# ---- mult_div_unit ----
--- config.mk ---
export PLATFORM = sky130hd
export DESIGN_NAME = mult_div_unit
export DESIGN_NICKNAME = d
export VERILOG_FILES = /design/src/rtl/mdu_pkg.sv /design/src/rtl/mdu_abs.sv /design/src/rtl/mult_div_unit.sv
export SDC_FILE = /design/constraint.sdc
export NUM_CORES = 1
export LEC_CHECK = 0
export ABC_CLOCK_PERIOD_IN_PS = 10500
export CORE_UTILIZATION = 40
export DETAILED_ROUTE_END_ITERATION = 10
export GPL_TIMING_DRIVEN = 0
export PLACE_DENSITY_LB_ADDON = 0.08
export SLEW_MARGIN = 5
export SYNTH_ARGS = -nofsm -noshare
export SYNTH_HDL_FRONTEND = slang
export SYNTH_HIERARCHICAL = 1
export SYNTH_SLANG_ARGS = --single-unit
export TNS_END_PERCENT = 5
--- constraint.sdc ---
create_clock -name clk -period 10.5 [get_ports clk]
set_clock_uncertainty 0.1 [all_clocks]
set_input_delay 2.1 -clock clk [delete_from_list [all_inputs] [get_ports clk]]
set_output_delay 2.1 -clock clk [all_outputs]
set_load 0.01 [all_outputs]
--- src/rtl/mdu_pkg.sv ---
// Shared definitions for the iterative multiply/divide unit: op encodings and FSM states.
// Latency: n/a (declarations only).
// Backpressure: n/a.
package mdu_pkg;

    localparam logic [1:0] OP_MULTU = 2'd0;
    localparam logic [1:0] OP_MULT  = 2'd1;
    localparam logic [1:0] OP_DIVU  = 2'd2;
    localparam logic [1:0] OP_DIV   = 2'd3;

    typedef enum logic [1:0] {
        IDLE = 2'd0,
        CALC = 2'd1,
        FIX  = 2'd2,
        DONE = 2'd3
    } state_t;

endpackage

--- src/rtl/mdu_abs.sv ---
// Two's-complement conditional negate: magnitude of a signed value, or sign restore of a result.
// Latency: combinational.
// Backpressure: none.
module mdu_abs #(
    parameter int WIDTH = 32
) (
    input  logic [WIDTH-1:0] val,
    input  logic             neg,
    output logic [WIDTH-1:0] res
);

    // Negate when asked; the most-negative value maps onto itself, which is its unsigned magnitude.
    assign res = neg ? (~val + {{(WIDTH-1){1'b0}}, 1'b1}) : val;

endmodule

--- src/rtl/mult_div_unit.sv ---
// Iterative MULTU/MULT/DIVU/DIV unit, one bit per cycle; signed ops compiled in by macro MDU_SIGNED_EN.
// Latency: done WIDTH+1 cycles after the capture edge; zero-divisor divides finish 1 cycle after capture.
// Backpressure: start is sampled only in IDLE; requests while busy (including the done cycle) are dropped.
module mult_div_unit #(
    parameter int WIDTH = 32
) (
    input  logic             clk,
    input  logic             rst,
    input  logic             start,
    input  logic [1:0]       op,
    input  logic [WIDTH-1:0] src_a,
    input  logic [WIDTH-1:0] src_b,
    output logic             busy,
    output logic             done,
    output logic [WIDTH-1:0] hi,
    output logic [WIDTH-1:0] lo,
    output logic             div_zero
);
    import mdu_pkg::*;

    localparam int CW = $clog2(WIDTH) + 1;

    state_t             state;
    logic [CW-1:0]      cnt;
    logic               is_div;
    logic               dz_r;
    logic               neg_res;
    logic               neg_rem;
    logic [WIDTH-1:0]   b_mag;
    // Shared work register: {partial product high, multiplier} or {remainder, dividend/quotient}.
    logic [2*WIDTH-1:0] p;

    logic               signed_op;
    logic               div_op;
    logic               b_zero;
    logic [WIDTH-1:0]   a_abs;
    logic [WIDTH-1:0]   b_abs;
    logic [WIDTH:0]     add_sum;
    logic [WIDTH:0]     shifted;
    logic [WIDTH:0]     sub_res;
    logic [2*WIDTH-1:0] prod_fix;
    logic [WIDTH-1:0]   quo_fix;
    logic [WIDTH-1:0]   rem_fix;

`ifdef MDU_SIGNED_EN
    assign signed_op = (op == OP_MULT) || (op == OP_DIV);
`else
    // Without signed support both signed codes fall back to their unsigned twins.
    assign signed_op = 1'b0;
`endif
    assign div_op = (op != OP_MULTU) && (op != OP_MULT);
    assign b_zero = (src_b == '0);

    // Operand magnitudes taken at capture time.
    mdu_abs #(.WIDTH(WIDTH)) u_abs_a (.val(src_a), .neg(signed_op & src_a[WIDTH-1]), .res(a_abs));
    mdu_abs #(.WIDTH(WIDTH)) u_abs_b (.val(src_b), .neg(signed_op & src_b[WIDTH-1]), .res(b_abs));

    // Sign restore applied while in FIX; neg flags are always 0 for unsigned ops.
    mdu_abs #(.WIDTH(2*WIDTH)) u_fix_p (.val(p), .neg(neg_res), .res(prod_fix));
    mdu_abs #(.WIDTH(WIDTH)) u_fix_q (.val(p[WIDTH-1:0]), .neg(neg_res), .res(quo_fix));
    mdu_abs #(.WIDTH(WIDTH)) u_fix_r (.val(p[2*WIDTH-1:WIDTH]), .neg(neg_rem), .res(rem_fix));

    // One iteration step: shift-add for multiply, trial subtract for restoring divide.
    always_comb begin
        add_sum = {1'b0, p[2*WIDTH-1:WIDTH]} + {1'b0, b_mag & {WIDTH{p[0]}}};
        shifted = p[2*WIDTH-1:WIDTH-1];
        // Remainder stays below the divisor, so the top bit of the difference is a clean borrow.
        sub_res = shifted - {1'b0, b_mag};
    end

    // Control FSM with registered busy/done and result registers.
    always_ff @(posedge clk or posedge rst) begin
        if (rst) begin
            state    <= IDLE;
            cnt      <= '0;
            is_div   <= 1'b0;
            dz_r     <= 1'b0;
            neg_res  <= 1'b0;
            neg_rem  <= 1'b0;
            b_mag    <= '0;
            p        <= '0;
            busy     <= 1'b0;
            done     <= 1'b0;
            hi       <= '0;
            lo       <= '0;
            div_zero <= 1'b0;
        end else begin
            done <= 1'b0;
            case (state)
                IDLE: begin
                    if (start) begin
                        busy    <= 1'b1;
                        is_div  <= div_op;
                        cnt     <= '0;
                        b_mag   <= b_abs;
                        neg_res <= signed_op & (src_a[WIDTH-1] ^ src_b[WIDTH-1]);
                        neg_rem <= signed_op & src_a[WIDTH-1];
                        if (div_op && b_zero) begin
                            // Keep the raw dividend; it is returned untouched as the remainder.
                            dz_r  <= 1'b1;
                            p     <= {{WIDTH{1'b0}}, src_a};
                            state <= FIX;
                        end else begin
                            dz_r  <= 1'b0;
                            p     <= {{WIDTH{1'b0}}, a_abs};
                            state <= CALC;
                        end
                    end
                end
                CALC: begin
                    if (is_div) begin
                        p <= sub_res[WIDTH] ? {p[2*WIDTH-2:0], 1'b0}
                                            : {sub_res[WIDTH-1:0], p[WIDTH-2:0], 1'b1};
                    end else begin
                        p <= {add_sum, p[WIDTH-1:1]};
                    end
                    cnt <= cnt + 1'b1;
                    if (cnt == CW'(WIDTH - 1)) begin
                        state <= FIX;
                    end
                end
                FIX: begin
                    state <= DONE;
                    done  <= 1'b1;
                    if (!is_div) begin
                        {hi, lo} <= prod_fix;
                    end else if (dz_r) begin
                        hi       <= p[WIDTH-1:0];
                        lo       <= '1;
                        div_zero <= 1'b1;
                    end else begin
                        hi       <= rem_fix;
                        lo       <= quo_fix;
                        div_zero <= 1'b0;
                    end
                end
                DONE: begin
                    state <= IDLE;
                    busy  <= 1'b0;
                end
                default: state <= IDLE;
            endcase
        end
    end

endmodule
# ---- sm_addsub_pipe ----
`src/rtl/sm_addsub_pipe.sv`:
```
// sm_addsub_pipe
//   Two-stage pipelined signed-magnitude adder/subtractor with an accumulator
//   mode, optional magnitude saturation and a zero flag.
//   Stage 1 latches the selected operands (a or acc), the effective operation
//   and the acc tag. Stage 2 is the output register.
//
// Parameters
//   W    word width; bit W-1 is the sign, W-2:0 the magnitude (W >= 3)
//   SAT  1 = saturate the magnitude on add overflow, 0 = wrap
// Ports
//   clk, rst_n           clock, async active-low reset
//   in_valid/in_ready    operand handshake (a, b, op, acc_mode)
//   acc_clr              pulse, sets acc to +0 (wins over an acc write)
//   out_valid/out_ready  result handshake (q, avf, e, zero)
//   acc                  accumulator value
module sm_addsub_pipe #(
  parameter int W   = 32,
  parameter bit SAT = 1'b0
) (
  input  logic         clk,
  input  logic         rst_n,
  input  logic         in_valid,
  output logic         in_ready,
  input  logic [W-1:0] a,
  input  logic [W-1:0] b,
  input  logic         op,
  input  logic         acc_mode,
  input  logic         acc_clr,
  output logic         out_valid,
  input  logic         out_ready,
  output logic [W-1:0] q,
  output logic         avf,
  output logic         e,
  output logic         zero,
  output logic [W-1:0] acc
);
  localparam int STAGES = 2;
  localparam int MW     = W - 1;
  localparam logic [MW-1:0] M_ONE = {{(MW-1){1'b0}}, 1'b1};
  localparam logic [MW:0]   W_ONE = {{MW{1'b0}}, 1'b1};

  // Stage-1 payload: the b sign and op are folded into the effective-subtract bit.
  typedef struct packed {
    logic          sa;
    logic [MW-1:0] ma;
    logic [MW-1:0] mb;
    logic          sub;
    logic          acc;
  } s1_t;

  logic [STAGES:1] vld_pipe;
  s1_t             s1;
  logic            adv, accept, acc_busy;
  logic [W-1:0]    a_sel;

  assign out_valid = vld_pipe[STAGES];
  assign adv       = !vld_pipe[STAGES] | out_ready;
  // An acc op in S1 has not written acc yet; a second acc op must wait one cycle.
  assign acc_busy  = vld_pipe[1] & s1.acc;
  assign in_ready  = rst_n & adv & !(acc_mode & acc_busy);
  assign accept    = in_valid & in_ready;
  assign a_sel     = acc_mode ? acc : a;

  always_ff @(posedge clk or negedge rst_n) begin
    if (!rst_n) begin
      vld_pipe <= '0;
      s1       <= '0;
    end else if (adv) begin
      vld_pipe <= {vld_pipe[STAGES-1:1], accept};
      if (accept) begin
        s1.sa  <= a_sel[W-1];
        s1.ma  <= a_sel[MW-1:0];
        s1.mb  <= b[MW-1:0];
        s1.sub <= a_sel[W-1] ^ b[W-1] ^ op;
        s1.acc <= acc_mode;
      end
    end
  end

  // Stage-2 combinational datapath
  logic [MW:0]   sum_add, sum_sub;
  logic [MW-1:0] mag;
  logic          sgn, cy, ovf, z;
  logic [W-1:0]  res;

  assign sum_add = {1'b0, s1.ma} + {1'b0, s1.mb};
  assign sum_sub = {1'b0, s1.ma} + {1'b0, ~s1.mb} + W_ONE;

  always_comb begin
    mag = '0;
    sgn = 1'b0;
    cy  = 1'b0;
    ovf = 1'b0;
    if (!s1.sub) begin
      cy  = sum_add[MW];
      ovf = sum_add[MW];
      sgn = s1.sa;
      mag = (sum_add[MW] && SAT) ? '1 : sum_add[MW-1:0];
    end else begin
      cy = sum_sub[MW];
      // No carry means |B| > |A|: take the two's complement and flip the sign.
      if (sum_sub[MW]) begin
        mag = sum_sub[MW-1:0];
        sgn = s1.sa;
      end else begin
        mag = ~sum_sub[MW-1:0] + M_ONE;
        sgn = ~s1.sa;
      end
    end
  end

  assign z   = (mag == '0);
  assign res = {sgn & ~z, mag};

  always_ff @(posedge clk or negedge rst_n) begin
    if (!rst_n) begin
      q    <= '0;
      avf  <= 1'b0;
      e    <= 1'b0;
      zero <= 1'b0;
    end else if (adv && vld_pipe[1]) begin
      q    <= res;
      avf  <= ovf;
      e    <= cy;
      zero <= z;
    end
  end

  always_ff @(posedge clk or negedge rst_n) begin
    if (!rst_n)                             acc <= '0;
    else if (acc_clr)                       acc <= '0;
    else if (adv && vld_pipe[1] && s1.acc)  acc <= res;
  end
endmodule

```
`config.mk`:
```
export PLATFORM = sky130hd
export DESIGN_NAME = sm_addsub_pipe
export DESIGN_NICKNAME = d
export VERILOG_FILES = /design/src/rtl/sm_addsub_pipe.sv
export SDC_FILE = /design/constraint.sdc
export NUM_CORES = 1
export LEC_CHECK = 0
export CAP_MARGIN = 20
export CORE_UTILIZATION = 51
export CTS_CLUSTER_DIAMETER = 40
export DETAILED_ROUTE_END_ITERATION = 8
export GPL_TIMING_DRIVEN = 0
export PLACE_DENSITY = 0.78
export REMOVE_ABC_BUFFERS = 1
export SKIP_LAST_GASP = 1
export SYNTH_ARGS = -nofsm -noshare
export SYNTH_HDL_FRONTEND = slang
export SYNTH_SLANG_ARGS = --single-unit
```
`constraint.sdc`:
```
create_clock -name clk -period 4.8 [get_ports clk]
set_input_delay 0.48 -clock clk [delete_from_list [all_inputs] [get_ports clk]]
set_output_delay 0.48 -clock clk [all_outputs]
set_load 0.01 [all_outputs]
```

==> layout pictures side by side <==
A small window of the routed layout.
(a)
Region (131, 131) to (181, 181) um. Cells in grey, sequential cells in the stronger grey; small squares are vias.
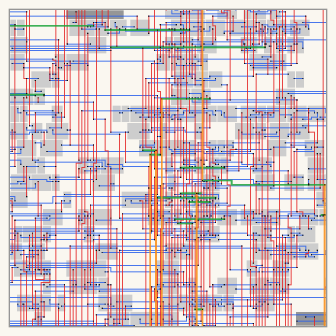
(b)
Region (85, 85) to (135, 135) um. Cells in grey, sequential cells in the stronger grey; small squares are vias.
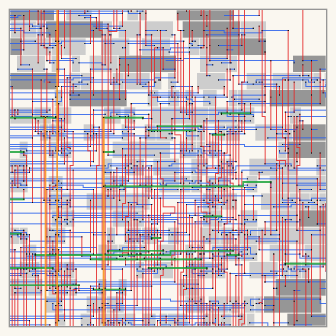
mult_div_unit: (a)
sm_addsub_pipe: (b)

==> mult_div_unit/m4.png <==
Scale: 2 px per um. Supply wires on this layer in grey. Cells faint in the background.
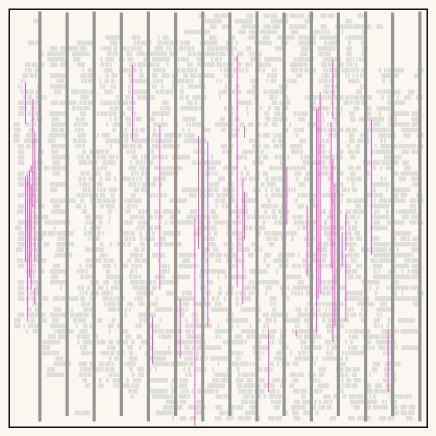
- nets with wire on the layer: 29
- longest straight run: 116 um
- wire length on this layer: 1830 um
- share of all routed wire: 3.3%
- main direction: vertical

==> summary.txt, mult_div_unit <==
fresh numbers from the pnr run: bufs w/o clock=about 230, Worst EP arrival=~5.7 ns, combinational share of cell area=0.607, Comb area=approximately 12000 sq um, cell area after layout=approximately 20000 sq um, Sw Share=0.501, Non-Filler Instances=around 2700, GRT met2 Usage=0.444, initial antenna violation count=0, met3 usage in global routing=0.0361, routed vias=approximately 15000, Filler cells=between 4000 and 5000, P_comb=roughly 3.7 mW, power share of the clock group=0.110, status=complete, no violations, diode count=0, Latency at later pin=about 0.48 ns
==> sm_addsub_pipe/pinout.png <==
Scale: 2 px per um. Pins as bars across the die edge, other pins in grey.
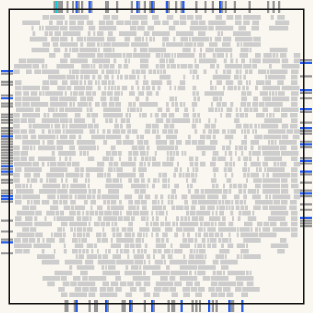
- a: blue (pins 32; direction input; edge 9 right, 8 left, 8 bottom, 7 top)
- out_ready: cyan (pins 1; direction input; edge top)
DIE WIDTH: 146 um
die y size: 146 um
PortBufs: 139

==> summary.txt, sm_addsub_pipe <==
fresh numbers from the pnr run: status=complete, no violations, Final Hold Viols=0, layout cell share with drive strength beyond 1=0.158, post_cts resized=23, clock buffers=17, largest net degree at the start of global routing=between 70 and 80, CP max-delay cell=or4_4, register share after synthesis=0.315, Yosys reg bits=134, TNS Setup=0 ns, Top Layout Cells=clkdlybuf4s50_1 (137), dfrtp_1 (133), nand2_1 (113), Inverters=68, initial antenna violation count=0, Clock Skew=between 0.015 and 0.02 ns, vias in the first global route=about 9600, Main synth FF type=dfrtp_1, end of the critical path=acc[31], mux share=0.0969, WL met1=between 15000 and 20000 um, Worst EP arrival=~5 ns, final wirelength=between 30000 and 40000 um, fmax=approximately 210 MHz, routed vias=roughly 10000, met3 usage in global routing=0.0516, hold_ws=approximately 0.0032 ns, Wirelength per Cell=20.3 um, Int Pwr=around 4.2 mW, unrepaired setup endpoints after global routing=yes, Post-synth EDFFs=0, core area=just over 20000 sq um, gr ovfl total=0, Max Slew Vio Count=0, Max-Cap Viols=0, placed inst area=12300 sq um, Commonest Layout Cell=clkdlybuf4s50_1, Final Setup Violations=0, delay-heaviest family, CP=AND-OR/OR-AND gates, tool warning count=around 58, Largest register FFs=approximately 65


==> notes/layouts.md <==
Pictures saved along the way, in no particular order.

Met3 routing.
shot_01.png
Scale: 3 px per um. Cells faint in the background.
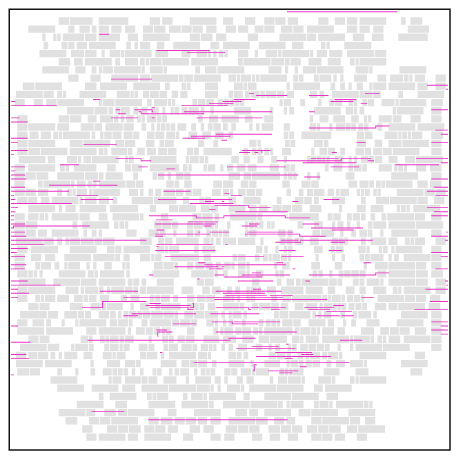
shot_02.png
Scale: 2 px per um. Cells faint in the background.
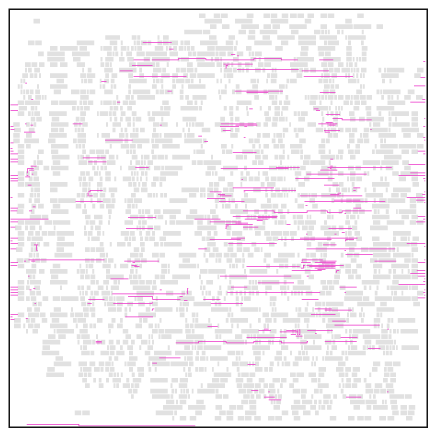
- shot_01.png = sm_addsub_pipe
- shot_02.png = mult_div_unit
Of these, largest die: shot_02.png

Key to shot_02.png:
- nets with wire on the layer: 203
- main direction: horizontal

Power and IR drop assume default switching activity.
